==================== ucode_sequencer
ucode_sequencer/clock_nets.png
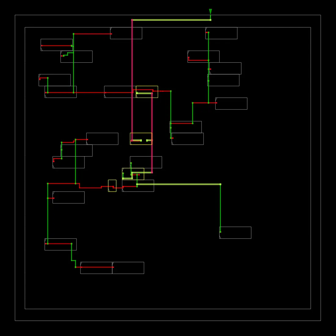

**src/rtl/ucode_pkg.sv**
```systemverilog
// Shared constants for the micro-op sequencer: macro table, default micro-ROM image,
// instruction field positions and the operand patch helper.
package ucode_pkg;

  typedef enum logic [1:0] {S_IDLE, S_EXPAND, S_RELEASE} state_e;

  localparam int          UROM_MAX = 64;
  localparam logic [6:0]  NOP_OPC  = 7'b1100100;
  localparam logic [3:0]  FIELD_PH = 4'hF;
  localparam int          RD_LSB   = 21;
  localparam int          RS1_LSB  = 17;
  localparam int          RS2_LSB  = 13;

  // Entry [0] is the least significant element of each packed table.
  localparam logic [3:0][6:0] MACRO_OPC   = {7'h73, 7'h72, 7'h71, 7'h70};
  localparam logic [3:0][5:0] MACRO_ENTRY = {6'd12, 6'd10, 6'd30, 6'd4};
  localparam logic [3:0][3:0] MACRO_LEN   = {4'd8,  4'd1,  4'd4,  4'd3};

  typedef logic [UROM_MAX-1:0][31:0] urom_t;

  // Default image: rd/rs1 fields always 4'hF, rs2 field 4'hF on odd words only,
  // address tag in [12:8] so every word is distinguishable.
  function automatic urom_t gen_urom();
    urom_t r;
    for (int i = 0; i < UROM_MAX; i++)
      r[i] = {7'h30, FIELD_PH, FIELD_PH, (i[0] ? FIELD_PH : 4'h2), 5'(i), 8'h00};
    return r;
  endfunction

  localparam urom_t UROM_INIT = gen_urom();

  function automatic logic [31:0] patch(input logic [31:0] w, input logic [3:0] rd,
                                        input logic [3:0] rs1, input logic [3:0] rs2);
    logic [31:0] p;
    p = w;
    if (w[RD_LSB +: 4]  == FIELD_PH) p[RD_LSB +: 4]  = rd;
    if (w[RS1_LSB +: 4] == FIELD_PH) p[RS1_LSB +: 4] = rs1;
    if (w[RS2_LSB +: 4] == FIELD_PH) p[RS2_LSB +: 4] = rs2;
    return p;
  endfunction

endpackage

```
**src/rtl/ucode_rom.sv**
```systemverilog
// Micro-ROM with asynchronous read. With UCODE_WRITABLE_EN defined it becomes a
// flop array reloaded from the package image on reset and written synchronously.
module ucode_rom
  import ucode_pkg::*;
#(
  parameter int DEPTH = 32,
  parameter int AW    = 5
) (
`ifdef UCODE_WRITABLE_EN
  input  logic          clk,
  input  logic          rst,
  input  logic          we,
  input  logic [AW-1:0] waddr,
  input  logic [31:0]   wdata,
`endif
  input  logic [AW-1:0] raddr,
  output logic [31:0]   rdata
);

`ifdef UCODE_WRITABLE_EN
  logic [DEPTH-1:0][31:0] mem;

  always_ff @(posedge clk) begin
    if (!rst) begin
      for (int i = 0; i < DEPTH; i++) mem[i] <= UROM_INIT[i];
    end else if (we) begin
      mem[waddr] <= wdata;
    end
  end

  assign rdata = mem[raddr];
`else
  assign rdata = UROM_INIT[6'(raddr)];
`endif

endmodule

```
**src/rtl/ucode_sequencer.sv**
```systemverilog
// Expands macro-opcodes into micro-op sequences between fetch and decode, holding
// fetch frozen via control. Optional UCODE_WRITABLE_EN adds micro-ROM write ports.
module ucode_sequencer
  import ucode_pkg::*;
#(
  parameter int          UROM_DEPTH = 32,
  parameter int          UADDR_W    = 5,
  parameter logic [31:0] NOP_WORD   = 32'hC800_0000
) (
  input  logic               clk,
  input  logic               rst,
  input  logic [31:0]        instruction,
  input  logic               flush,
`ifdef UCODE_WRITABLE_EN
  input  logic               urom_we,
  input  logic [UADDR_W-1:0] urom_waddr,
  input  logic [31:0]        urom_wdata,
`endif
  output logic               control,
  output logic [31:0]        instr_out,
  output logic               uop_active,
  output logic               busy
);

  state_e             state;
  logic [UADDR_W-1:0] upc, raddr;
  logic [3:0]         cnt, rd_q, rs1_q, rs2_q;
  logic               hit, start;
  logic [1:0]         hit_idx;
  logic [5:0]         entry;
  logic [3:0]         len;
  logic [31:0]        rom_word;

  always_comb begin
    hit     = 1'b0;
    hit_idx = '0;
    for (int i = 0; i < 4; i++)
      if (instruction[31:25] == MACRO_OPC[i]) begin
        hit     = 1'b1;
        hit_idx = 2'(i);
      end
  end

  assign entry = MACRO_ENTRY[hit_idx];
  assign len   = MACRO_LEN[hit_idx];
  // Only S_IDLE may start, so the re-presented macro in S_RELEASE is never re-expanded.
  assign start = rst && (state == S_IDLE) && hit && !flush;
  assign raddr = (state == S_IDLE) ? UADDR_W'(entry) : upc;

  ucode_rom #(.DEPTH(UROM_DEPTH), .AW(UADDR_W)) u_rom (
`ifdef UCODE_WRITABLE_EN
    .clk   (clk),
    .rst   (rst),
    .we    (urom_we && rst && (state == S_IDLE) && !start),
    .waddr (urom_waddr),
    .wdata (urom_wdata),
`endif
    .raddr (raddr),
    .rdata (rom_word)
  );

  always_comb begin
    control    = 1'b0;
    instr_out  = instruction;
    uop_active = 1'b0;
    busy       = 1'b0;
    if (rst) begin
      busy = (state != S_IDLE);
      case (state)
        S_IDLE: if (start) begin
          // Operands are not latched yet on the first micro-op, take them straight from the macro.
          instr_out  = patch(rom_word, instruction[RD_LSB +: 4], instruction[RS1_LSB +: 4],
                             instruction[RS2_LSB +: 4]);
          uop_active = 1'b1;
          control    = (len != 4'd1);
        end
        S_EXPAND: begin
          instr_out  = patch(rom_word, rd_q, rs1_q, rs2_q);
          uop_active = 1'b1;
          control    = (cnt != 4'd1);
        end
        S_RELEASE: begin
          instr_out  = NOP_WORD;
          uop_active = 1'b1;
        end
        default: ;
      endcase
    end
  end

  always_ff @(posedge clk) begin
    if (!rst) begin
      state <= S_IDLE;
      upc   <= '0;
      cnt   <= '0;
      rd_q  <= '0;
      rs1_q <= '0;
      rs2_q <= '0;
    end else begin
      case (state)
        S_IDLE: if (start && len != 4'd1) begin
          rd_q  <= instruction[RD_LSB +: 4];
          rs1_q <= instruction[RS1_LSB +: 4];
          rs2_q <= instruction[RS2_LSB +: 4];
          upc   <= raddr + 1'b1;
          cnt   <= len - 1'b1;
          state <= S_EXPAND;
        end
        S_EXPAND: begin
          upc <= upc + 1'b1;
          cnt <= cnt - 1'b1;
          if (cnt == 4'd1) state <= S_RELEASE;
        end
        S_RELEASE: state <= S_IDLE;
        default:   state <= S_IDLE;
      endcase
    end
  end

endmodule

```
**config.mk**
```make
export PLATFORM = sky130hd
export DESIGN_NAME = ucode_sequencer
export DESIGN_NICKNAME = d
export VERILOG_FILES = /design/src/rtl/ucode_pkg.sv /design/src/rtl/ucode_rom.sv /design/src/rtl/ucode_sequencer.sv
export SDC_FILE = /design/constraint.sdc
export NUM_CORES = 1
export LEC_CHECK = 0
export CAP_MARGIN = 25
export CORE_MARGIN = 2
export CORE_UTILIZATION = 51
export DETAILED_ROUTE_END_ITERATION = 12
export PLACE_DENSITY = 0.86
export SYNTH_ARGS = -nofsm -noshare
export SYNTH_HDL_FRONTEND = slang
export SYNTH_HIERARCHICAL = 1
export SYNTH_SLANG_ARGS = --single-unit
export TNS_END_PERCENT = 50
```
**constraint.sdc**
```tcl
create_clock -name clk -period 6.2 [get_ports clk]
set_input_delay 1.24 -clock clk [delete_from_list [all_inputs] [get_ports clk]]
set_output_delay 1.24 -clock clk [all_outputs]
set_load 0.02 [all_outputs]
```
==================== imm_ext_pipe
### src/rtl/imm_ext_pipe.sv
// Registered immediate-generation stage: extends a raw instruction immediate
// into a DATA_W-bit ALU-B operand. Accepts one request per cycle over a
// valid/ready handshake. A PREFIX/COMBINE pair builds a full-width constant.
module imm_ext_pipe #(
    parameter int unsigned DATA_W   = 32,
    parameter int unsigned IMM_W    = 16,
    parameter int unsigned BR_SHIFT = 2
) (
    input  logic              clk,
    input  logic              rst,
    input  logic              flush,
    input  logic              in_valid,
    output logic              in_ready,
    input  logic [2:0]        mode,
    input  logic [IMM_W-1:0]  imm,
    output logic              out_valid,
    input  logic              out_ready,
    output logic [DATA_W-1:0] ext_out,
    output logic              out_err,
    output logic              pfx_pending
);

    localparam int unsigned PadW = DATA_W - IMM_W;

    typedef enum logic [2:0] {
        ModeSext    = 3'd0,
        ModeZext    = 3'd1,
        ModeUpper   = 3'd2,
        ModeBranch  = 3'd3,
        ModePrefix  = 3'd4,
        ModeCombine = 3'd5
    } mode_e;

    logic              out_valid_q, out_valid_d;
    logic [DATA_W-1:0] ext_q, ext_d;
    logic              err_q, err_d;
    logic              pfx_pending_q, pfx_pending_d;
    logic [IMM_W-1:0]  pfx_q, pfx_d;

    logic              accept;
    logic              xfer;
    logic [DATA_W-1:0] zext;
    logic [DATA_W-1:0] sext;
    logic [DATA_W-1:0] result;
    logic              result_err;

    // Handshake: ready is combinational from out_ready so a full stage can
    // still take a new request in the cycle its result is consumed.
    always_comb begin
        in_ready = !flush && (!out_valid_q || out_ready);
        accept   = in_valid && in_ready;
        xfer     = out_valid_q && out_ready;
    end

    // Operand arithmetic for every mode; PREFIX produces no result.
    always_comb begin
        zext       = DATA_W'(imm);
        sext       = DATA_W'($signed(imm));
        result     = '0;
        result_err = 1'b0;
        case (mode)
            ModeSext:    result = sext;
            ModeZext:    result = zext;
            ModeUpper:   result = zext << PadW;
            ModeBranch:  result = sext << BR_SHIFT;
            ModePrefix:  result = '0;
            ModeCombine: begin
                // Without a held prefix, COMBINE degenerates to ZEXT.
                if (pfx_pending_q) begin
                    result = (DATA_W'(pfx_q) << IMM_W) | zext;
                end else begin
                    result = zext;
                end
            end
            default:     result_err = 1'b1;
        endcase
    end

    // Next-state for the output register and prefix holding register.
    always_comb begin
        out_valid_d   = out_valid_q;
        ext_d         = ext_q;
        err_d         = err_q;
        pfx_pending_d = pfx_pending_q;
        pfx_d         = pfx_q;

        if (flush) begin
            // ext_q is deliberately left stale; out_valid gates it.
            out_valid_d   = 1'b0;
            err_d         = 1'b0;
            pfx_pending_d = 1'b0;
        end else begin
            if (xfer) begin
                out_valid_d = 1'b0;
            end
            if (accept) begin
                if (mode == ModePrefix) begin
                    pfx_d         = imm;
                    pfx_pending_d = 1'b1;
                end else begin
                    out_valid_d = 1'b1;
                    ext_d       = result;
                    err_d       = result_err;
                    if (mode == ModeCombine) begin
                        pfx_pending_d = 1'b0;
                    end
                end
            end
        end
    end

    // State registers with asynchronous active-high reset.
    always_ff @(posedge clk or posedge rst) begin
        if (rst) begin
            out_valid_q   <= 1'b0;
            ext_q         <= '0;
            err_q         <= 1'b0;
            pfx_pending_q <= 1'b0;
            pfx_q         <= '0;
        end else begin
            out_valid_q   <= out_valid_d;
            ext_q         <= ext_d;
            err_q         <= err_d;
            pfx_pending_q <= pfx_pending_d;
            pfx_q         <= pfx_d;
        end
    end

    // Drive outputs straight from the registers.
    always_comb begin
        out_valid   = out_valid_q;
        ext_out     = ext_q;
        out_err     = err_q;
        pfx_pending = pfx_pending_q;
    end

endmodule

### config.mk
export PLATFORM = sky130hd
export DESIGN_NAME = imm_ext_pipe
export DESIGN_NICKNAME = d
export VERILOG_FILES = /design/src/rtl/imm_ext_pipe.sv
export SDC_FILE = /design/constraint.sdc
export NUM_CORES = 1
export LEC_CHECK = 0
export ABC_AREA = 1
export CELL_PAD_IN_SITES_DETAIL_PLACEMENT = 0
export CELL_PAD_IN_SITES_GLOBAL_PLACEMENT = 1
export CORE_AREA = 5 5 92 94
export DETAILED_ROUTE_END_ITERATION = 7
export DIE_AREA = 0 0 97 99
export PLACE_DENSITY_LB_ADDON = 0.1
export RECOVER_POWER = 100
export SYNTH_ARGS = -nofsm -noshare
export SYNTH_HDL_FRONTEND = slang
export SYNTH_SLANG_ARGS = --single-unit
export TNS_END_PERCENT = 100
### constraint.sdc
create_clock -name clk -period 2.2 [get_ports clk]
set_input_delay 0.44 -clock clk [delete_from_list [all_inputs] [get_ports clk]]
set_output_delay 0.44 -clock clk [all_outputs]
set_load 0.05 [all_outputs]
==================== cory_vtap2
==> src/rtl/cory_vtap2.sv <==
// cory_vtap2: vertical 2-tap window (current + previous-row sample).
// CORY_VTAP2_BORDER_REPLICATE_EN: replicate top border instead of zero pad.
module cory_vtap2 #(
  parameter int N = 8,
  parameter int W = 8
) (
  input  logic         clk,
  input  logic         reset,
  input  logic         i_a_v,
  input  logic [N-1:0] i_a_d,
  input  logic         i_a_last_x,
  input  logic         i_a_last_y,
  output logic         o_a_r,
  output logic         o_z_v,
  output logic [N-1:0] o_z_d,
  output logic [N-1:0] o_z_up,
  output logic         o_z_up_v,
  output logic         o_z_last_x,
  output logic         o_z_last_y,
  input  logic         i_z_r
);

  localparam int D = 1 << W;

  logic [N-1:0] line_q [D];

  logic [W-1:0] col_q, col_d;
  logic         row0_q, row0_d;
  logic         v_q, v_d;
  logic [N-1:0] d_q, d_d;
  logic [N-1:0] up_q, up_d;
  logic         upv_q, upv_d;
  logic         lx_q, lx_d;
  logic         ly_q, ly_d;

  logic         acc;
  logic [N-1:0] rd;
  logic [N-1:0] border;

  assign o_a_r = ~v_q | i_z_r;
  assign acc   = i_a_v & o_a_r;
  assign rd    = line_q[col_q];

`ifdef CORY_VTAP2_BORDER_REPLICATE_EN
  assign border = i_a_d;
`else
  assign border = '0;
`endif

  always_comb begin
    col_d  = col_q;
    row0_d = row0_q;
    v_d    = v_q;
    d_d    = d_q;
    up_d   = up_q;
    upv_d  = upv_q;
    lx_d   = lx_q;
    ly_d   = ly_q;
    if (acc) begin
      v_d   = 1'b1;
      d_d   = i_a_d;
      upv_d = ~row0_q;
      up_d  = row0_q ? border : rd;
      lx_d  = i_a_last_x;
      ly_d  = i_a_last_y;
      // last_y only counts when it rides on a row end
      if (i_a_last_x) begin
        col_d  = '0;
        row0_d = i_a_last_y;
      end else begin
        col_d  = col_q + 1'b1;
      end
    end else if (i_z_r) begin
      v_d = 1'b0;
    end
  end

  always_ff @(posedge clk) begin
    if (reset) begin
      col_q  <= '0;
      row0_q <= 1'b1;
      v_q    <= 1'b0;
      d_q    <= '0;
      up_q   <= '0;
      upv_q  <= 1'b0;
      lx_q   <= 1'b0;
      ly_q   <= 1'b0;
    end else begin
      col_q  <= col_d;
      row0_q <= row0_d;
      v_q    <= v_d;
      d_q    <= d_d;
      up_q   <= up_d;
      upv_q  <= upv_d;
      lx_q   <= lx_d;
      ly_q   <= ly_d;
    end
  end

  // line memory is never reset; read-before-write on the same column
  always_ff @(posedge clk) begin
    if (acc & ~reset) line_q[col_q] <= i_a_d;
  end

  assign o_z_v      = v_q;
  assign o_z_d      = d_q;
  assign o_z_up     = up_q;
  assign o_z_up_v   = upv_q;
  assign o_z_last_x = lx_q;
  assign o_z_last_y = ly_q;

endmodule

==> config.mk <==
export PLATFORM = sky130hd
export DESIGN_NAME = cory_vtap2
export DESIGN_NICKNAME = d
export VERILOG_FILES = /design/src/rtl/cory_vtap2.sv
export SDC_FILE = /design/constraint.sdc
export NUM_CORES = 2
export LEC_CHECK = 0
export CAP_MARGIN = 20
export CORE_MARGIN = 8
export CORE_UTILIZATION = 44
export DETAILED_ROUTE_END_ITERATION = 12
export GPL_ROUTABILITY_DRIVEN = 0
export PLACE_DENSITY = 0.55
export SETUP_SLACK_MARGIN = 0.4
export SLEW_MARGIN = 5
export SYNTH_ARGS = -nofsm -noshare
export SYNTH_HDL_FRONTEND = slang
export SYNTH_SLANG_ARGS = --single-unit
==> constraint.sdc <==
create_clock -name clk -period 6 [get_ports clk]
set_input_delay 0.6 -clock clk [delete_from_list [all_inputs] [get_ports clk]]
set_output_delay 0.6 -clock clk [all_outputs]
set_load 0.1 [all_outputs]
==================== opcode_dispatch
==> src/rtl/opcode_dispatch.sv <==
// opcode_dispatch: opcode queue feeding a microsequencer label lookup.
// Fetched opcodes enter a DEPTH-entry FIFO and are consumed one per
// boundary cycle (mc__more == 0) unless the datapath is busy or a
// js_mode change is waiting to be applied.
// Optional feature: define OPCODE_DISPATCH_PERF_EN to build saturating
// issue/stall performance counters; otherwise both read as constant 0.
module opcode_dispatch #(
  parameter int unsigned DEPTH      = 4,
  parameter logic [7:0]  NOP_OPCODE = 8'h00
) (
  input  logic        clk,
  input  logic        rst,
  input  logic        fetch_valid,
  input  logic [7:0]  fetch_opcode,
  output logic        fetch_ready,
  input  logic        mode_req_valid,
  input  logic        mode_req_value,
  input  logic        dp_busy,
  input  logic        mc__more,
  output logic [7:0]  opcode,
  output logic        js_mode,
  output logic        mc__stall,
  output logic [4:0]  q_count,
  output logic        issue_pulse,
  output logic [15:0] perf_issued,
  output logic [15:0] perf_stalls
);

  localparam int unsigned AW = (DEPTH > 1) ? $clog2(DEPTH) : 1;

  typedef enum logic [1:0] {
    S_IDLE,
    S_ISSUE,
    S_RUN,
    S_MODE
  } state_t;

  logic [7:0]    mem_q [DEPTH];
  logic [AW-1:0] rd_ptr_q, rd_ptr_d;
  logic [AW-1:0] wr_ptr_q, wr_ptr_d;
  logic [4:0]    count_q, count_d;
  logic          js_mode_q, js_mode_d;
  logic          pend_val_q, pend_val_d;
  state_t        state_q, state_d;

  logic boundary, empty, pending, push, pop, mode_commit;

  // Output view; during the reset cycle everything looks like an empty queue.
  always_comb begin
    boundary    = !mc__more;
    empty       = (count_q == '0);
    pending     = (state_q == S_MODE);
    fetch_ready = 1'b1;
    opcode      = NOP_OPCODE;
    js_mode     = 1'b0;
    q_count     = '0;
    mc__stall   = dp_busy || boundary;
    issue_pulse = 1'b0;
    if (!rst) begin
      fetch_ready = (count_q < 5'(DEPTH));
      opcode      = empty ? NOP_OPCODE : mem_q[rd_ptr_q];
      js_mode     = js_mode_q;
      q_count     = count_q;
      mc__stall   = dp_busy || (boundary && (empty || pending));
      issue_pulse = boundary && !mc__stall;
    end
  end

  // Queue bookkeeping, mode latch and FSM next state.
  always_comb begin
    push        = !rst && fetch_valid && fetch_ready;
    pop         = issue_pulse;
    mode_commit = !rst && pending && boundary && !dp_busy;
    wr_ptr_d    = push ? wr_ptr_q + 1'b1 : wr_ptr_q;
    rd_ptr_d    = pop ? rd_ptr_q + 1'b1 : rd_ptr_q;
    count_d     = count_q + {4'b0, push} - {4'b0, pop};
    js_mode_d   = mode_commit ? pend_val_q : js_mode_q;
    pend_val_d  = mode_req_valid ? mode_req_value : pend_val_q;
    // A new request while one is being applied re-arms MODE with the new value.
    if (mode_req_valid)
      state_d = S_MODE;
    else if (pending && !mode_commit)
      state_d = S_MODE;
    else if (mc__more)
      state_d = S_RUN;
    else if (count_d != '0)
      state_d = S_ISSUE;
    else
      state_d = S_IDLE;
  end

  // Control state registers.
  always_ff @(posedge clk) begin
    if (rst) begin
      rd_ptr_q   <= '0;
      wr_ptr_q   <= '0;
      count_q    <= '0;
      js_mode_q  <= 1'b0;
      pend_val_q <= 1'b0;
      state_q    <= S_IDLE;
    end else begin
      rd_ptr_q   <= rd_ptr_d;
      wr_ptr_q   <= wr_ptr_d;
      count_q    <= count_d;
      js_mode_q  <= js_mode_d;
      pend_val_q <= pend_val_d;
      state_q    <= state_d;
    end
  end

  // Queue storage; contents are don't-care while the entry is not valid.
  always_ff @(posedge clk) begin
    if (push)
      mem_q[wr_ptr_q] <= fetch_opcode;
  end

`ifdef OPCODE_DISPATCH_PERF_EN
  logic [15:0] perf_issued_q, perf_issued_d;
  logic [15:0] perf_stalls_q, perf_stalls_d;

  // Saturating event counters.
  always_comb begin
    perf_issued_d = perf_issued_q;
    perf_stalls_d = perf_stalls_q;
    if (issue_pulse && (perf_issued_q != '1))
      perf_issued_d = perf_issued_q + 16'd1;
    if (mc__stall && (perf_stalls_q != '1))
      perf_stalls_d = perf_stalls_q + 16'd1;
  end

  // Counter registers.
  always_ff @(posedge clk) begin
    if (rst) begin
      perf_issued_q <= '0;
      perf_stalls_q <= '0;
    end else begin
      perf_issued_q <= perf_issued_d;
      perf_stalls_q <= perf_stalls_d;
    end
  end

  assign perf_issued = perf_issued_q;
  assign perf_stalls = perf_stalls_q;
`else
  assign perf_issued = '0;
  assign perf_stalls = '0;
`endif

endmodule

==> config.mk <==
export PLATFORM = sky130hd
export DESIGN_NAME = opcode_dispatch
export DESIGN_NICKNAME = d
export VERILOG_FILES = /design/src/rtl/opcode_dispatch.sv
export SDC_FILE = /design/constraint.sdc
export NUM_CORES = 1
export LEC_CHECK = 0
export CORE_MARGIN = 10
export CORE_UTILIZATION = 45
export CTS_BUF_LIST = sky130_fd_sc_hd__clkbuf_8
export DETAILED_ROUTE_END_ITERATION = 12
export PLACE_DENSITY_LB_ADDON = 0.05
export SLEW_MARGIN = 20
export SYNTH_ARGS = -nofsm -noshare
export SYNTH_HDL_FRONTEND = slang
export SYNTH_SLANG_ARGS = --single-unit
==> constraint.sdc <==
create_clock -name clk -period 3.8 [get_ports clk]
set_clock_uncertainty 0.15 [all_clocks]
set_input_delay 0.57 -clock clk [delete_from_list [all_inputs] [get_ports clk]]
set_output_delay 0.57 -clock clk [all_outputs]
set_load 0.05 [all_outputs]
==================== csync_vsep
File: src/rtl/csync_vsep_pkg.sv
// rtl/csync_vsep_pkg.sv - encodings and helpers shared by the sync separator and the PAL/NTSC detector
package csync_vsep_pkg;

  localparam logic FALSE = 1'b0;
  localparam logic TRUE  = 1'b1;

  localparam int CNT_W = 16;
  localparam int RUN_W = 8;

  typedef enum logic [1:0] {
    ST_IDLE = 2'b00,
    ST_LINE = 2'b01,
    ST_VERT = 2'b10
  } state_e;

  typedef enum logic [1:0] {
    PC_GLITCH = 2'b00,
    PC_NORMAL = 2'b01,
    PC_BROAD  = 2'b10
  } pulse_class_e;

  function automatic logic [CNT_W-1:0] sat_inc_cnt(input logic [CNT_W-1:0] v);
    return (v == {CNT_W{1'b1}}) ? v : v + CNT_W'(1);
  endfunction

  function automatic logic [RUN_W-1:0] sat_inc_run(input logic [RUN_W-1:0] v);
    return (v == {RUN_W{1'b1}}) ? v : v + RUN_W'(1);
  endfunction

endpackage

File: src/rtl/csync_pulse_meas.sv
// rtl/csync_pulse_meas.sv - csync synchroniser, low/high width counters, pulse classification and timeout
module csync_pulse_meas
  import csync_vsep_pkg::*;
#(
  parameter int GLITCH_CLKS  = 10,
  parameter int BROAD_CLKS   = 100,
  parameter int TIMEOUT_CLKS = 1000
) (
  input  logic         clk_in,
  input  logic         rst_in,
  input  logic         csync_in,
  output logic         csync_s,
  output logic         pulse_valid,
  output pulse_class_e pulse_class,
  output logic         timeout
);

  localparam logic [CNT_W-1:0] GLITCH_W  = CNT_W'(GLITCH_CLKS);
  localparam logic [CNT_W-1:0] BROAD_W   = CNT_W'(BROAD_CLKS);
  localparam logic [CNT_W-1:0] TIMEOUT_W = CNT_W'(TIMEOUT_CLKS);

  logic             sync1_q, sync1_d;
  logic             sync2_q, sync2_d;
  logic             prev_q, prev_d;
  logic [CNT_W-1:0] lo_cnt_q, lo_cnt_d;
  logic [CNT_W-1:0] hi_cnt_q, hi_cnt_d;
  logic             pulse_valid_q, pulse_valid_d;
  pulse_class_e     pulse_class_q, pulse_class_d;
  logic             rise, fall;

  always_comb begin
    sync1_d = csync_in;
    sync2_d = sync1_q;
    prev_d  = sync2_q;
    rise    = sync2_q & ~prev_q;
    fall    = ~sync2_q & prev_q;

    // lo_cnt holds its value while high so the rising-edge cycle still sees the full width
    lo_cnt_d = lo_cnt_q;
    if (!sync2_q) begin
      lo_cnt_d = fall ? CNT_W'(1) : sat_inc_cnt(lo_cnt_q);
    end
    hi_cnt_d = sync2_q ? sat_inc_cnt(hi_cnt_q) : '0;

    pulse_valid_d = rise;
    if (lo_cnt_q < GLITCH_W) begin
      pulse_class_d = PC_GLITCH;
    end else if (lo_cnt_q >= BROAD_W) begin
      pulse_class_d = PC_BROAD;
    end else begin
      pulse_class_d = PC_NORMAL;
    end
  end

  always_ff @(posedge clk_in) begin
    if (rst_in) begin
      sync1_q       <= 1'b1;
      sync2_q       <= 1'b1;
      prev_q        <= 1'b1;
      lo_cnt_q      <= '0;
      hi_cnt_q      <= '0;
      pulse_valid_q <= 1'b0;
      pulse_class_q <= PC_GLITCH;
    end else begin
      sync1_q       <= sync1_d;
      sync2_q       <= sync2_d;
      prev_q        <= prev_d;
      lo_cnt_q      <= lo_cnt_d;
      hi_cnt_q      <= hi_cnt_d;
      pulse_valid_q <= pulse_valid_d;
      pulse_class_q <= pulse_class_d;
    end
  end

  assign csync_s     = sync2_q;
  assign pulse_valid = pulse_valid_q;
  assign pulse_class = pulse_class_q;
  assign timeout     = (hi_cnt_q == TIMEOUT_W);

endmodule

File: src/rtl/csync_vsep.sv
// rtl/csync_vsep.sv - composite sync separator: run counters, lock/vertical FSM and field counter
module csync_vsep
  import csync_vsep_pkg::*;
#(
  parameter int CLK_FREQ    = 10_000_000,
  parameter int GLITCH_NS   = 1000,
  parameter int BROAD_US    = 10,
  parameter int BROAD_MIN   = 3,
  parameter int LOCK_PULSES = 4,
  parameter int TIMEOUT_US  = 100
) (
  input  logic       clk_in,
  input  logic       rst_in,
  input  logic       csync_in,
  output logic       csync_out,
  output logic       vsync_out,
  output logic       locked,
  output logic [7:0] field_count
);

  localparam int GLITCH_CLKS  = CLK_FREQ / 1_000_000 * GLITCH_NS / 1000;
  localparam int BROAD_CLKS   = CLK_FREQ / 1_000_000 * BROAD_US;
  localparam int TIMEOUT_CLKS = CLK_FREQ / 1_000_000 * TIMEOUT_US;

  localparam logic [RUN_W-1:0] BROAD_MIN_W = RUN_W'(BROAD_MIN);
  localparam logic [RUN_W-1:0] LOCK_W      = RUN_W'(LOCK_PULSES);

  logic             csync_s, pulse_valid, timeout;
  pulse_class_e     pulse_class;
  state_e           state_q, state_d;
  logic [RUN_W-1:0] broad_run_q, broad_run_d;
  logic [RUN_W-1:0] norm_run_q, norm_run_d;
  logic [7:0]       field_q, field_d;
  logic             vsync_q, vsync_d;
  logic             locked_q, locked_d;

  csync_pulse_meas #(
    .GLITCH_CLKS (GLITCH_CLKS),
    .BROAD_CLKS  (BROAD_CLKS),
    .TIMEOUT_CLKS(TIMEOUT_CLKS)
  ) u_meas (
    .clk_in     (clk_in),
    .rst_in     (rst_in),
    .csync_in   (csync_in),
    .csync_s    (csync_s),
    .pulse_valid(pulse_valid),
    .pulse_class(pulse_class),
    .timeout    (timeout)
  );

  always_comb begin
    state_d     = state_q;
    broad_run_d = broad_run_q;
    norm_run_d  = norm_run_q;
    field_d     = field_q;

    if (timeout) begin
      state_d     = ST_IDLE;
      broad_run_d = '0;
      norm_run_d  = '0;
    end else if (pulse_valid && pulse_class != PC_GLITCH) begin
      if (pulse_class == PC_BROAD) begin
        broad_run_d = sat_inc_run(broad_run_q);
        norm_run_d  = '0;
      end else begin
        norm_run_d  = sat_inc_run(norm_run_q);
        broad_run_d = '0;
      end
      // transitions look at the updated run counts so they land in the same cycle
      case (state_q)
        ST_IDLE: if (pulse_class == PC_NORMAL && norm_run_d >= LOCK_W) state_d = ST_LINE;
        ST_LINE: if (pulse_class == PC_BROAD && broad_run_d >= BROAD_MIN_W) begin
          state_d = ST_VERT;
          field_d = field_q + 8'd1;
        end
        ST_VERT: if (pulse_class == PC_NORMAL) state_d = ST_LINE;
        default: state_d = ST_IDLE;
      endcase
    end

    locked_d = (state_d != ST_IDLE);
    vsync_d  = (state_d == ST_VERT) ? FALSE : TRUE;
  end

  always_ff @(posedge clk_in) begin
    if (rst_in) begin
      state_q     <= ST_IDLE;
      broad_run_q <= '0;
      norm_run_q  <= '0;
      field_q     <= '0;
      vsync_q     <= 1'b1;
      locked_q    <= 1'b0;
    end else begin
      state_q     <= state_d;
      broad_run_q <= broad_run_d;
      norm_run_q  <= norm_run_d;
      field_q     <= field_d;
      vsync_q     <= vsync_d;
      locked_q    <= locked_d;
    end
  end

  assign csync_out   = csync_s;
  assign vsync_out   = vsync_q;
  assign locked      = locked_q;
  assign field_count = field_q;

endmodule

File: config.mk
export PLATFORM = sky130hd
export DESIGN_NAME = csync_vsep
export DESIGN_NICKNAME = d
export VERILOG_FILES = /design/src/rtl/csync_vsep_pkg.sv /design/src/rtl/csync_pulse_meas.sv /design/src/rtl/csync_vsep.sv
export SDC_FILE = /design/constraint.sdc
export NUM_CORES = 1
export LEC_CHECK = 0
export CAP_MARGIN = 5
export CORE_UTILIZATION = 54
export DETAILED_ROUTE_END_ITERATION = 10
export PLACE_DENSITY_LB_ADDON = 0.08
export SLEW_MARGIN = 20
export SYNTH_ARGS = -nofsm -noshare
export SYNTH_HDL_FRONTEND = slang
export SYNTH_SLANG_ARGS = --single-unit
File: constraint.sdc
create_clock -name clk_in -period 2 [get_ports clk_in]
set_input_delay 0.3 -clock clk_in [delete_from_list [all_inputs] [get_ports clk_in]]
set_output_delay 0.3 -clock clk_in [all_outputs]
set_load 0.02 [all_outputs]

==> screenshots <==
Register map, names as in the netlist.
panel A
Scale bar: 20 microns. Other sequential cells in the stronger gray, the rest of the logic in the fainter gray.
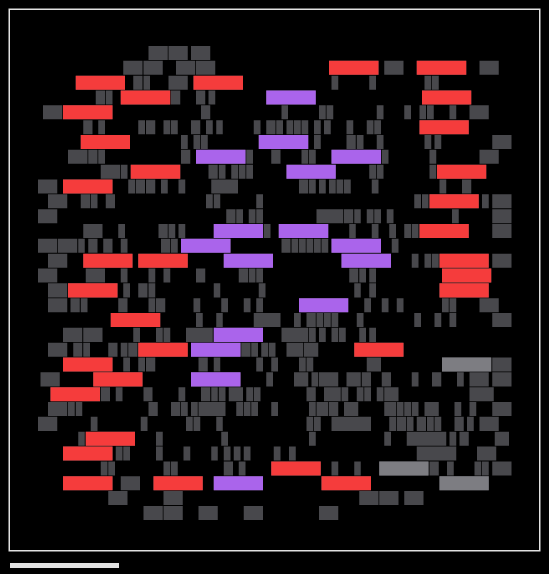
panel B
Scale bar: 20 microns. Other sequential cells in the stronger gray, the rest of the logic in the fainter gray.
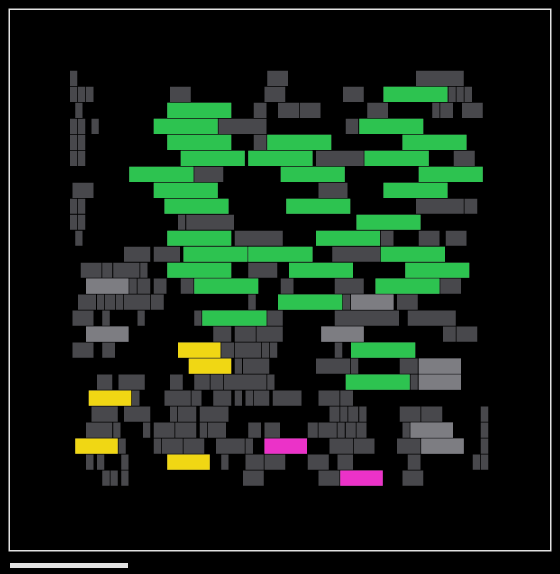
panel C
Scale bar: 20 microns. Other sequential cells in the stronger gray, the rest of the logic in the fainter gray.
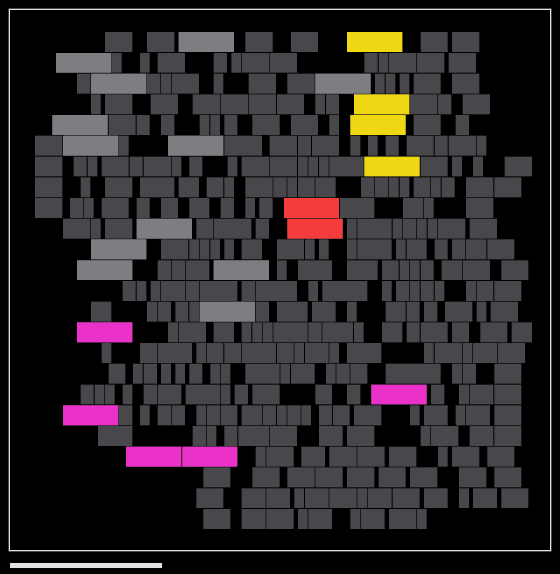
panel D
Scale bar: 100 microns. Other sequential cells in the stronger gray, the rest of the logic in the fainter gray.
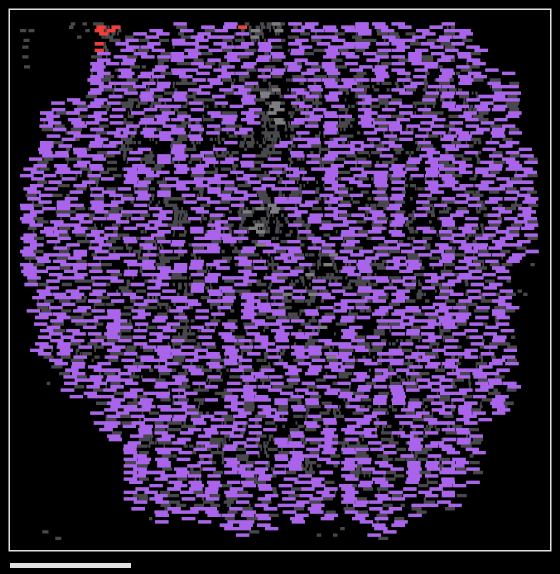
panel E
Scale bar: 20 microns. Other sequential cells in the stronger gray, the rest of the logic in the fainter gray.
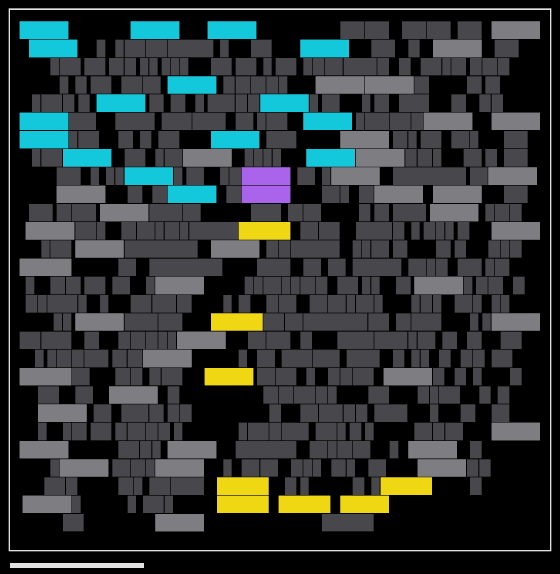
- imm_ext_pipe = panel A
- opcode_dispatch = panel B
- cory_vtap2 = panel D
- csync_vsep = panel E
- ucode_sequencer = panel C
- largest die: panel D
- most cells: panel D

Key to panel B:
Key: `count_q` = yellow [sequential cells 5]; `state_q` = magenta [sequential cells 2]; `mem_q` = green [sequential cells 32]
Another 8 sequential cells are not colored.

imm_ext_pipe/class_map.png
Fill, decap, tap and diode cells in gray.
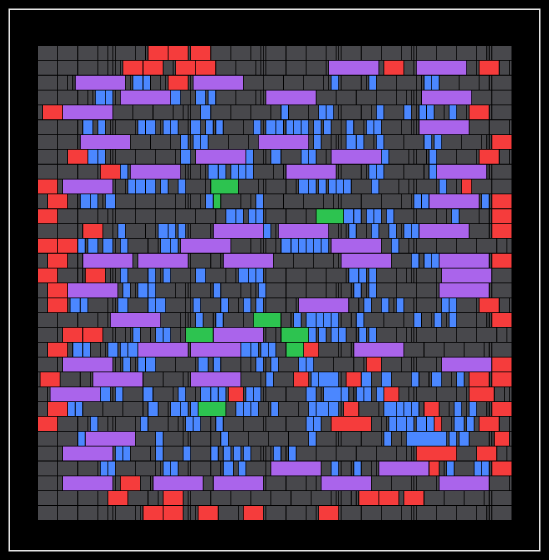
Key: remaining buffers and delay cells = red [cells 72, share of their area 22%]; clock drivers and dummy loads = green [cells 8, share of their area 3.0%]; remaining logic cells = blue [cells 278, share of their area 36%]; sequential cells = purple [cells 51, share of their area 40%]
core area: 0.00757 sq mm
Design Area, Final: 0.00335 sq mm
number of standard-cell rows in the floorplan: 32
final core area utilization: 0.442

==> flow.log, imm_ext_pipe <==
[flow] summary of implementation run
INFO  metric clk_buffers = 7
INFO  metric whs = ~480 ps
INFO  metric grt.overflow.total = 0
INFO  metric run_status = finished, final reports clean
INFO  metric fmax = 498 MHz
INFO  metric area.share.sequential = 0.381
INFO  metric dominantRegCellSynth = dfrtp_1
INFO  metric crit_cells = 1
INFO  metric post-synth-top-count-cell = nand2_1
INFO  metric ys_cells = approximately 350
INFO  metric power.net_switching = between 0.9 and 1 mW
INFO  metric routed_length_on_met2 = 2690 microns
INFO  metric timing.max_cap.violations = 0
INFO  metric maxSlewViolCount = 0
INFO  metric cts.hold.buffers_added = 0
INFO  metric detail_route.wirelength.met1 = around 3500 microns
INFO  metric dp.final_hpwl = 4630 microns
INFO  metric iteration_count_of_the_initial_detailed_routing_pass = 4
INFO  metric non_clock_buffer_area_fraction = 0.210
INFO  metric worst_hold_path_type = flip-flop to flip-flop
INFO  metric yosys_area = between 0.002 and 0.003 sq mm
INFO  metric hold_path_startpoint = ext_out[22]
INFO  metric holdPathStages = 2
INFO  metric drt-initial-drc-count = about 70
INFO  metric floorplan.tapcells = between 100 and 150
INFO  metric synthArstFlopShare = 1.00
INFO  metric clk_path_buf_depth = 2
INFO  metric power.group.top = sequential cells
INFO  metric cts_max_level = 2
INFO  metric io_buffers = between 50 and 60
INFO  metric timing.final.ws_setup = 194 ps
INFO  metric post-cts-setup-buffers = 0
INFO  metric vias = 2265
[imm_ext_pipe: cell families after synthesis]
logic type,after synthesis,synth area share
simple gates,201,0.312
flops,51,0.503
buf+inv,43,0.0824
compound gates,50,0.102
[imm_ext_pipe: sequential cells by signal (all words and copies together) (netlist names)]
name	count
ext_out	32
out_err	1
out_valid	1
pfx_pending	1
pfx_q	16
[imm_ext_pipe: metrics by stage]
stage,setup TNS (ps),util,total power [mW]
global placement,-36.5,0.435,2.02
detailed placement,-539,0.435,2.03
global route,0,0.442,2.69
floorplan,0,-,1.72
finish,0,0.442,2.53
CTS,0,0.447,2.62
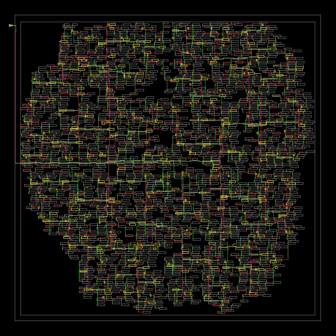
cory_vtap2/clock_nets.png
Num Clock Sinks: 2085
setup clock skew after layout: 43.5 ps
total clock network power: 12.8 mW
total clock buffers created by CTS: 212
# clk buffers: 265

==> flow.log, cory_vtap2 <==
[flow] summary of implementation run
INFO  metric grt_first_pass_wirelength = about 330000 microns
INFO  metric clkPwrFrac = 0.426
INFO  metric non_clock_buffer_area_fraction = 0.0196
INFO  metric edf_count = between 2000 and 2500
INFO  metric run_status = finished, final reports clean
INFO  metric power.net_switching = roughly 6.4 mW
INFO  metric cts_max_level = 4
INFO  metric synth_adder_area_share = 0.000617
INFO  metric worst_hold_path_type = input pin to flip-flop
INFO  metric power.leakage = roughly 28 nW
INFO  metric synthSimpleGateAreaFrac = 0.0322
INFO  metric post-cts-setup-buffers = 0
INFO  metric power_dens_cells = 330 mW/mm^2
INFO  metric area.share.combinational = 0.191
INFO  metric path_common_cell = buf_4
INFO  metric area.share.sequential = 0.682
INFO  metric drc = 0
INFO  metric setup.reg_to_reg.worst_slack = around 1700 ps
INFO  metric fmax = 232 MHz
INFO  metric maxSlewViolCount = 0
INFO  metric grt_setup_unrepaired = no
INFO  metric die_area = 0.198 sq mm
INFO  metric critical-path-top-delay-family = flip-flops
INFO  metric detail_route.wirelength.met1 = roughly 100000 microns
INFO  metric global_route.peak_usage_layer = met2
INFO  metric min_period = roughly 4300 ps
INFO  metric dpl-instance-area = around 0.085 sq mm
INFO  metric synthesis.nets = ~3900
INFO  metric critical_path.max_stage_delay = 1050 ps
INFO  metric wl = 232000 microns
INFO  metric netlist_top_cells_count = 2048 x edfxtp_1, 458 x mux4_2, 257 x nor2_1, 158 x mux2i_1, 148 x nand2_1
INFO  metric crit_path_cell_trace = buf_4, buf_4, mux4_2, o22ai_1, nor3_1, nor4_1, nor2_1, a311oi_1, o41ai_1
INFO  metric post_synth_xor_area_fraction = 0.000756
INFO  metric mux_share = 0.152
INFO  metric post_cts.resized_instances = 0
INFO  metric syn_area = around 0.08 sq mm
INFO  metric count_of_final_setup_violators = 0
INFO  metric wl_met3 = 17900 microns
INFO  metric synthTopLogicFamily = multiplexers
INFO  metric tritoncts_clock_tree = yes
INFO  metric core.rowCount = around 160
[cory_vtap2: logic make-up after synthesis]
family | after synthesis
xor+xnor | 7
simple gates | 601
compound gates | 334
flops | 2085
fa+ha+maj | 4
buf+inv | 247
mux | 638
[cory_vtap2: worst min-delay path, cell delays in order]
cell	delay [ps]
clkbuf_8	240
nand2_1	140
a21oi_1	50
[cory_vtap2: registers in the layout, indices dropped and copies added (netlist names), named ones only]
register and count:
line_q 2048, o_z_last_x 1, o_z_up 8, row0_q 1
col_q 8, o_z_up_v 1, o_z_v 1, o_z_last_y 1
o_z_d 8
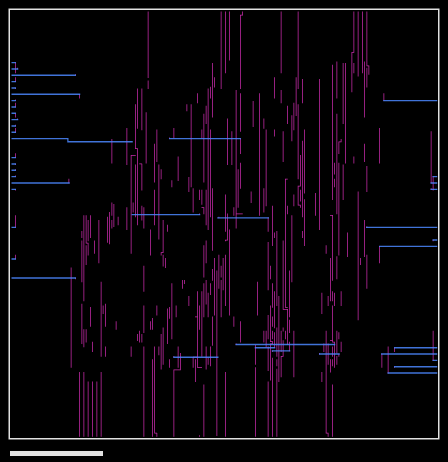
opcode_dispatch/layers.png
Scale bar: 20 microns. Only two layers are drawn.
Key: M2 = magenta [wire length 2080 microns]; M3 = blue [wire length 259 microns]
DR WL/cell: 15.1 microns
final WL: 4320 microns
GRT Total Usage: 0.107
Via Count: 1292

==> flow.log, opcode_dispatch <==
[flow] summary of implementation run
INFO  metric tritoncts_clock_tree = yes
INFO  metric routed_length_on_met2 = 2080 microns
INFO  metric clkLatencyLatePin = 300 ps
INFO  metric timing.max_cap.violations = 0
INFO  metric reg_top3 = mem_q (32), count_q (5)
INFO  metric numPlacedInstances = roughly 280
INFO  metric logic_gate_count = approximately 120
INFO  metric antennaDiodeCount = 0
INFO  metric crit_cells = 4
INFO  metric path_common_cell = clkdlybuf4s50_1
INFO  metric numSynthFlops = about 47
INFO  metric dp.final_hpwl = around 3300 microns
INFO  metric run_status = finished, final reports clean
INFO  metric cts_max_level = 2
INFO  metric worst_slew_margin_rel = 0.628
INFO  metric report.final.hold_viol_count = 0
INFO  metric total_clock_buffers_created_by_cts = 5
INFO  metric flop_area = roughly 0.0013 sq mm
INFO  metric crit_buf_inv = 2
INFO  metric drt-initial-drc-count = around 50
INFO  metric tns = 0 ps
INFO  metric iteration_count_of_the_initial_detailed_routing_pass = 5
INFO  metric critical_path.max_stage_delay = between 800 and 900 ps
INFO  metric power_dens_cells = between 600 and 700 mW/mm^2
INFO  metric clkPwrFrac = 0.215
INFO  metric internal_power = around 1.1 mW
INFO  metric global_route.peak_usage_layer = met2
INFO  metric power.group.top = combinational cells
opcode_dispatch: cells in the final DEF, fill, tap and decap left out, drive strengths merged, types with 2 or more instances in the layout:
cell type / netlist / routed
nor2: 18 / 18
mux4: 8 / 8
clkbuf: 3 / 5
and2: 4 / 4
nand3: 3 / 3
nand2b: 2 / 2
conb: 1 / 32
xor2: 3 / 3
xnor2: 3 / 3
clkdlybuf4s50: 0 / 30
nor2b: 12 / 12
buf: 33 / 2
dfxtp: 15 / 15
nand2: 3 / 3
a21oi: 3 / 3
nor3: 3 / 3
inv: 10 / 11
ha: 12 / 12
edfxtp: 32 / 32
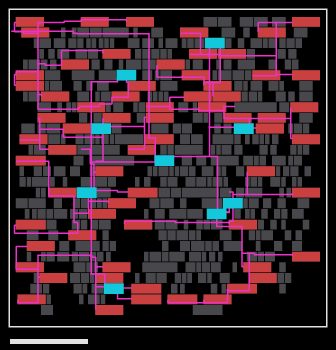
csync_vsep/clock_wires.png
Scale bar: 20 microns.
Key: clock-net drivers = cyan [count 9]; flip-flops = red [count 66]; clock wires = magenta [length 893 microns]
There are 10 routed clock nets.
clock insertion delay at the later pin of the skew report: 350 ps
clock network power share: 0.492

==> flow.log, csync_vsep <==
[flow] summary of implementation run
INFO  metric whs = around 420 ps
INFO  metric post_layout_nonfiller_instances = around 530
INFO  metric drt-wirelength-per-cell = between 10 and 15 microns
INFO  metric power_clock = 1.37 mW
INFO  metric synthArstFlopShare = 0
INFO  metric die_area = approximately 0.0065 sq mm
INFO  metric swShare = 0.214
INFO  metric crit_type = flip-flop to flip-flop
INFO  metric tns = 0 ps
INFO  metric grt_usage = 0.230
INFO  metric setup.worst_path.start_class = flip-flop
INFO  metric worstReg2RegStart = broad_run_q[1]
INFO  metric setup.reg_to_reg.worst_slack = roughly 6 ps
INFO  metric run_status = finished, final reports clean
INFO  metric grt_setup_unrepaired = yes
INFO  metric min_period = around 2000 ps
INFO  metric avgSynthCellArea = slightly above 8 sq um
INFO  metric vdd_ir_drop_max = 0.705 mV
INFO  metric cp_slowest_cell = or4_1
INFO  metric syn_area = approximately 0.0033 sq mm
INFO  metric grt.overflow.total = 0
INFO  metric place_congestion = between 0.9 and 1
INFO  metric maxSlewViolCount = 0
INFO  metric report.final.hold_viol_count = 0
INFO  metric post-synth-top-count-cell = nor2_1
INFO  metric post_synth_xor_area_fraction = 0.0763
INFO  metric post_cts.resized_instances = 6
INFO  metric netlist_top_cells_count = 67 x nor2_1, 66 x dfxtp_1, 29 x nand2_1, 26 x nand3_1
INFO  metric route.antenna.remaining_nets = 0
INFO  metric crit_path_cell_trace = ha_4, and4_1, a211oi_2, a21oi_2, o2111ai_2, o21ai_2, buf_12, or4_1, a21oi_1
INFO  metric fp-utilization = 0.563
INFO  metric finish.net_count = ~460
INFO  metric finalInstanceArea = 0.00407 sq mm
INFO  metric min_period_over_period = 0.997
INFO  metric yosys_area = about 0.0033 sq mm
INFO  metric dp.final_hpwl = 4800 microns
INFO  metric met3_usage = 0.0375
INFO  metric power.group.top = clock
csync_vsep: worst paths after layout:
| check | end | depth (start not counted) |
|---|---|---|
| setup / recovery | field_count[7] | 9 |
| hold / removal | u_meas.csync_s | 1 |
| setup reg to reg | field_count[7] | 9 |
| hold reg to reg | u_meas.csync_s | 1 |
csync_vsep: cell type report:
class / count / area (sq um)
multi-input combinational: 312 / 1940
inverter: 11 / 41.3
tap: 75 / 93.8
clock inverter: 6 / 113
fill: 490 / 1850
clock buffer: 10 / 128
sequential: 66 / 1330
timing repair buffer: 47 / 423
ucode_sequencer/clock_wires.png
Scale bar: 20 microns.
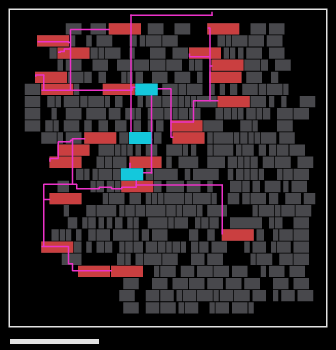
Key: clock-net drivers = cyan [count 3]; flip-flops = red [count 23]; clock wires = magenta [length 322 microns]
There are 4 routed clock nets.
setup clock skew after layout: 1.58 ps
clock network power share: 0.146
total clock network power: 0.0955 mW

About ucode_sequencer/clock_nets.png:
clock insertion delay at the later pin of the skew report: 270 ps
# clk buffers: 3
Seq cells: 23
Num Clock Sinks: 23
total clock buffers created by CTS: 3

==> flow.log, ucode_sequencer <==
[flow] summary of implementation run
INFO  metric run_status = finished, final reports clean
INFO  metric yosys_area = about 0.0023 sq mm
INFO  metric met3_usage = 0.0328
INFO  metric post_cts.resized_instances = 0
INFO  metric numPlacedInstances = just over 400
INFO  metric grt_antenna_before_repair = 0
INFO  metric finalInstanceArea = 0.00289 sq mm
INFO  metric cts_max_level = 1
INFO  metric grt_usage = 0.232
INFO  metric ys_top_cells_by_area = dfxtp_1 20%, buf_4 11%, nand2_1 8.2%, ha_1 6.6%, a21oi_1 6.4%
INFO  metric top_layer_in_use = met4
INFO  metric synthTopLogicFamily = AND-OR/OR-AND gates
INFO  metric cp_slowest_cell = or4_4
INFO  metric dpl-instance-area = approximately 0.0028 sq mm
INFO  metric holdPathStages = 2
INFO  metric synth_adder_area_share = 0.0659
INFO  metric cts.hold.buffers_added = 0
INFO  metric pre_cts_slack = between 800 and 900 ps
==> ucode_sequencer: power by group <==
| part | total, mW | switching [mW] | internal, mW | leakage, nW |
|---|---|---|---|---|
| clock | 0.0955 | 0.0506 | 0.0449 | 0.0255 |
| sequential | 0.163 | 0.00679 | 0.156 | 0.186 |
| combinational | 0.395 | 0.222 | 0.174 | 0.937 |
| total | 0.653 | 0.279 | 0.374 | 1.15 |
==> ucode_sequencer: sequential cells by signal, indices dropped and copies added (netlist names) <==
name and flops:
cnt 4, rd_q 4, rs1_q 4, rs2_q 4, state 2, upc 5

==================== uart_tx_arb
uart_tx_arb/clock_wires.png
Scale bar: 10 microns.
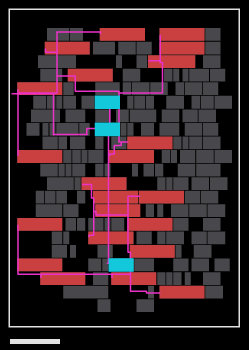
uart_tx_arb/clock_nets.png
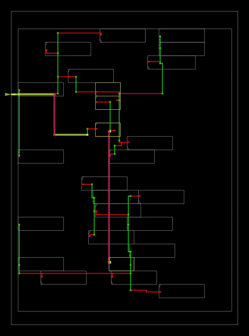
uart_tx_arb/ff_map.png
Scale bar: 10 microns. Other sequential cells in the stronger gray, the rest of the logic in the fainter gray.
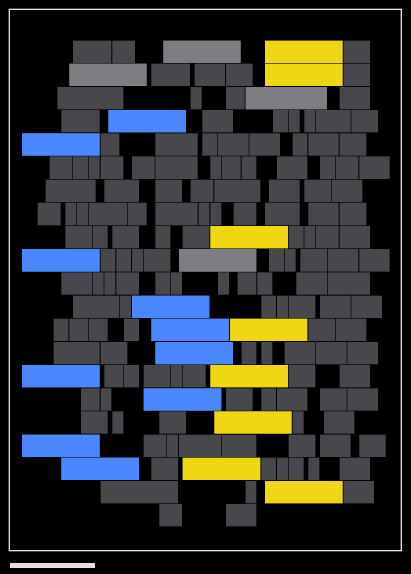
===== src/rtl/uart_tx_arb.sv =====
// Line-granular round-robin arbiter sharing one UART transmitter.
// An owner keeps the port until it sends EOL_CHAR or idles out.
module uart_tx_arb #(
  parameter  int         NUM_REQ      = 2,
  parameter  int         LOCK_TIMEOUT = 1024,
  parameter  logic [7:0] EOL_CHAR     = 8'h0A,
  localparam int         OW = (NUM_REQ > 2) ? $clog2(NUM_REQ) : 1
) (
  input  logic                 clk,
  input  logic                 rst,
  input  logic [NUM_REQ-1:0]   req_valid,
  input  logic [8*NUM_REQ-1:0] req_data,
  output logic [NUM_REQ-1:0]   req_ready,
  output logic                 out_valid,
  output logic [7:0]           out_data,
  input  logic                 out_ready,
  output logic [OW-1:0]        owner,
  output logic                 locked,
  output logic                 timeout_evt
);

  localparam int CW = $clog2(LOCK_TIMEOUT);
  localparam logic [CW-1:0] TMO_LAST = CW'(LOCK_TIMEOUT - 1);

  typedef enum logic {IDLE, LOCKED} state_t;

  state_t        state_q;
  state_t        state_d;
  logic [CW-1:0] idle_cnt;
  logic [OW-1:0] win;
  logic [7:0]    own_byte;
  logic          any_req;
  logic          xfer;
  logic          is_eol;
  logic          hit_tmo;

  assign any_req = |req_valid;

  // search starts just past the previous owner, wrapping
  always_comb begin : pick
    logic found;
    int   idx;
    win   = owner;
    found = 1'b0;
    idx   = 0;
    for (int k = 1; k <= NUM_REQ; k++) begin
      idx = int'(owner) + k;
      if (idx >= NUM_REQ) idx = idx - NUM_REQ;
      if (!found && req_valid[idx]) begin
        found = 1'b1;
        win   = OW'(idx);
      end
    end
  end

  always_comb begin
    own_byte = 8'h00;
    for (int i = 0; i < NUM_REQ; i++) begin
      if (owner == OW'(i)) own_byte = req_data[i*8 +: 8];
    end
  end

  assign xfer    = |(req_valid & req_ready);
  assign is_eol  = (own_byte == EOL_CHAR);
  assign hit_tmo = !xfer && (idle_cnt == TMO_LAST);

  always_ff @(posedge clk or posedge rst) begin
    if (rst) state_q <= IDLE;
    else     state_q <= state_d;
  end

  always_comb begin
    state_d = state_q;
    unique case (state_q)
      IDLE:   if (any_req) state_d = LOCKED;
      LOCKED: if ((xfer && is_eol) || hit_tmo) state_d = IDLE;
    endcase
  end

  // the output slot accepts a load in the same cycle it drains
  always_comb begin
    req_ready = '0;
    if (state_q == LOCKED) req_ready[owner] = !out_valid || out_ready;
  end

  assign locked = (state_q == LOCKED);

  always_ff @(posedge clk or posedge rst) begin
    if (rst) begin
      out_valid   <= 1'b0;
      out_data    <= 8'h00;
      idle_cnt    <= '0;
      owner       <= OW'(NUM_REQ - 1);
      timeout_evt <= 1'b0;
    end else begin
      timeout_evt <= 1'b0;
      if (out_valid && out_ready) out_valid <= 1'b0;
      if (state_q == IDLE) begin
        if (any_req) begin
          owner    <= win;
          idle_cnt <= '0;
        end
      end else if (xfer) begin
        out_valid <= 1'b1;
        out_data  <= own_byte;
        idle_cnt  <= '0;
      end else if (hit_tmo) begin
        idle_cnt    <= '0;
        timeout_evt <= 1'b1;
      end else begin
        idle_cnt <= idle_cnt + CW'(1);
      end
    end
  end

endmodule


===== config.mk =====
export PLATFORM = sky130hd
export DESIGN_NAME = uart_tx_arb
export DESIGN_NICKNAME = d
export VERILOG_FILES = /design/src/rtl/uart_tx_arb.sv
export SDC_FILE = /design/constraint.sdc
export NUM_CORES = 1
export LEC_CHECK = 0
export ABC_CLOCK_PERIOD_IN_PS = 1600
export CAP_MARGIN = 10
export CORE_ASPECT_RATIO = 1.4
export CORE_MARGIN = 1
export CORE_UTILIZATION = 43
export CTS_BUF_LIST = sky130_fd_sc_hd__clkbuf_8
export CTS_CLUSTER_SIZE = 16
export DETAILED_ROUTE_END_ITERATION = 8
export GPL_TIMING_DRIVEN = 0
export PLACE_DENSITY = 0.83
export SYNTH_ARGS = -nofsm -noshare
export SYNTH_HDL_FRONTEND = slang
export SYNTH_SLANG_ARGS = --single-unit

===== constraint.sdc =====
create_clock -name clk -period 1.6 [get_ports clk]
set_clock_uncertainty 0.05 [all_clocks]
set_input_delay 0.16 -clock clk [delete_from_list [all_inputs] [get_ports clk]]
set_output_delay 0.16 -clock clk [all_outputs]
set_load 0.05 [all_outputs]

==> flow.log <==
[flow] summary of implementation run
INFO  metric run_status = complete, but fails checks
INFO  metric violations_in_the_final_reports = negative setup slack
INFO  metric clk_pin_slew = 80 ps
INFO  metric drc = 0
INFO  metric core.rowCount = 21
INFO  metric avgSynthCellArea = roughly 9.6 sq um
INFO  metric syn-instance-count = approximately 120
INFO  metric internal_power = roughly 1.6 mW
INFO  metric layout_top_cell = dfrtp_1
INFO  metric whs = between 300 and 400 ps
INFO  metric cts_max_level = 1
INFO  metric synthesis.nets = 143
INFO  metric power.net_switching = approximately 1.4 mW
INFO  metric count_of_final_setup_violators = 12
INFO  metric crit_buf_inv = 2
INFO  metric area.share.sequential = 0.315
INFO  metric clock_tree_area_fraction = 0.0315
INFO  metric timing.final.ws_setup = -102 ps
INFO  metric largest_reg_flops = 10
INFO  metric cp_slowest_cell = dfstp_2
INFO  metric ys_warn_count = 0
INFO  metric crit_type = flip-flop to flip-flop
INFO  metric comb_power = between 1.5 and 2 mW
INFO  metric worst_hold_path_type = input pin to asynchronous set/reset pin
INFO  metric first_global_vias = roughly 1100
INFO  metric fill_cells = 207
INFO  metric logic_gate_count = around 90
INFO  metric min_period = 1700 ps
## Picture notes: uart_tx_arb/clock_wires.png
Key: flip-flops = red [count 22]; clock wires = magenta [length 248 microns]; clock-net drivers = cyan [count 3]
Position of the flops: widely spread. There are 4 routed clock nets.
clock network power share: 0.132
total clock network power: 0.397 mW
clock insertion delay at the later pin of the skew report: 260 ps

## Picture notes: uart_tx_arb/clock_nets.png
Num Clock Sinks: 22
# clk buffers: 4
Seq cells: 22
total clock buffers created by CTS: 3

## Picture notes: uart_tx_arb/ff_map.png
Key: `out_data` = yellow [sequential cells 8]; `idle_cnt` = blue [sequential cells 10]

-- layer usage --
layer  share of wire  global-route usage
met5               0                   0
met1            0.39               0.226
met3           0.057              0.0458
met2            0.55               0.370
met4           0.012              0.0662
-- path summary, 6_finish.rpt --
path | from | to | slack, ps | cells past startpoint
max | owner | idle_cnt[9] | -100 | 6
min | rst | idle_cnt[8] | 320 | 2
max reg2reg | owner | idle_cnt[9] | -100 | 6
min reg2reg | out_data[7] | out_data[7] | 430 | 2
max in group asynchronous | rst | out_data[2] | 660 | 2
min in group clk | out_data[7] | out_data[7] | 430 | 2


==> gallery <==
Signal wires by layer.
Plate I
Scale bar: 20 microns. Only two layers are drawn.
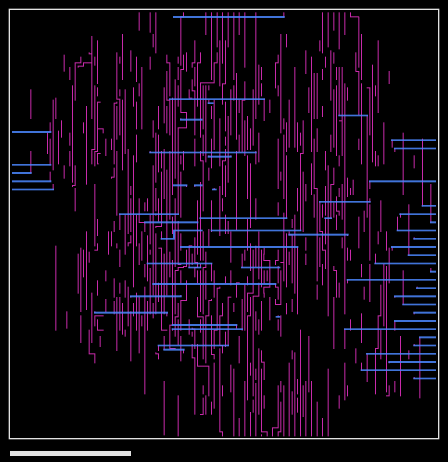
Plate II
Scale bar: 100 microns. Only two layers are drawn.
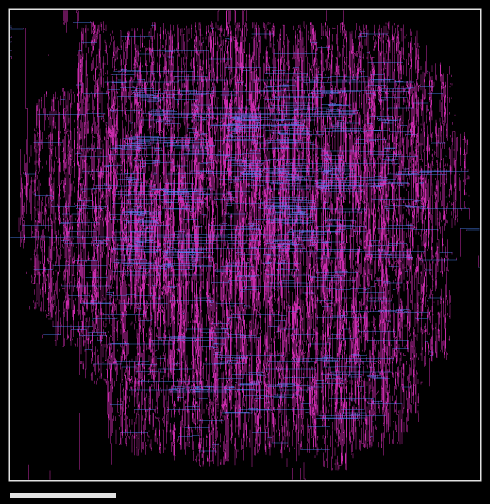
Plate III
Scale bar: 20 microns. Only two layers are drawn.
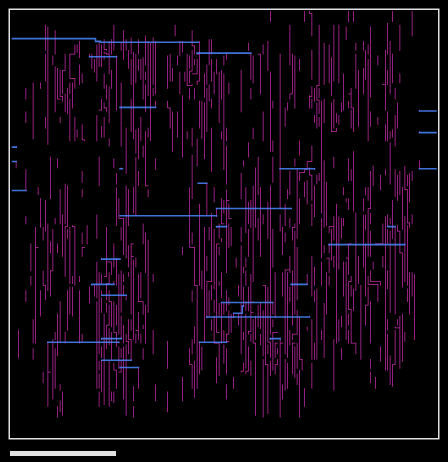
Plate IV
Scale bar: 20 microns. Only two layers are drawn.
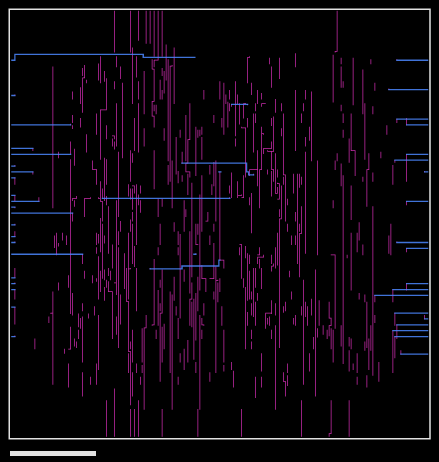
Plate V
Scale bar: 10 microns. Only two layers are drawn.
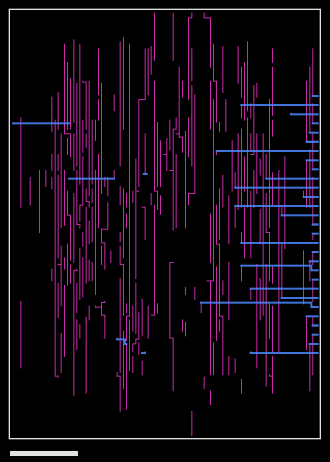
Plate II comes from cory_vtap2.
Plate III comes from csync_vsep.
Plate IV comes from imm_ext_pipe.
Plate I comes from ucode_sequencer.
Plate V comes from uart_tx_arb.
Of these, least wire: Plate V

Power and IR drop assume default switching activity.
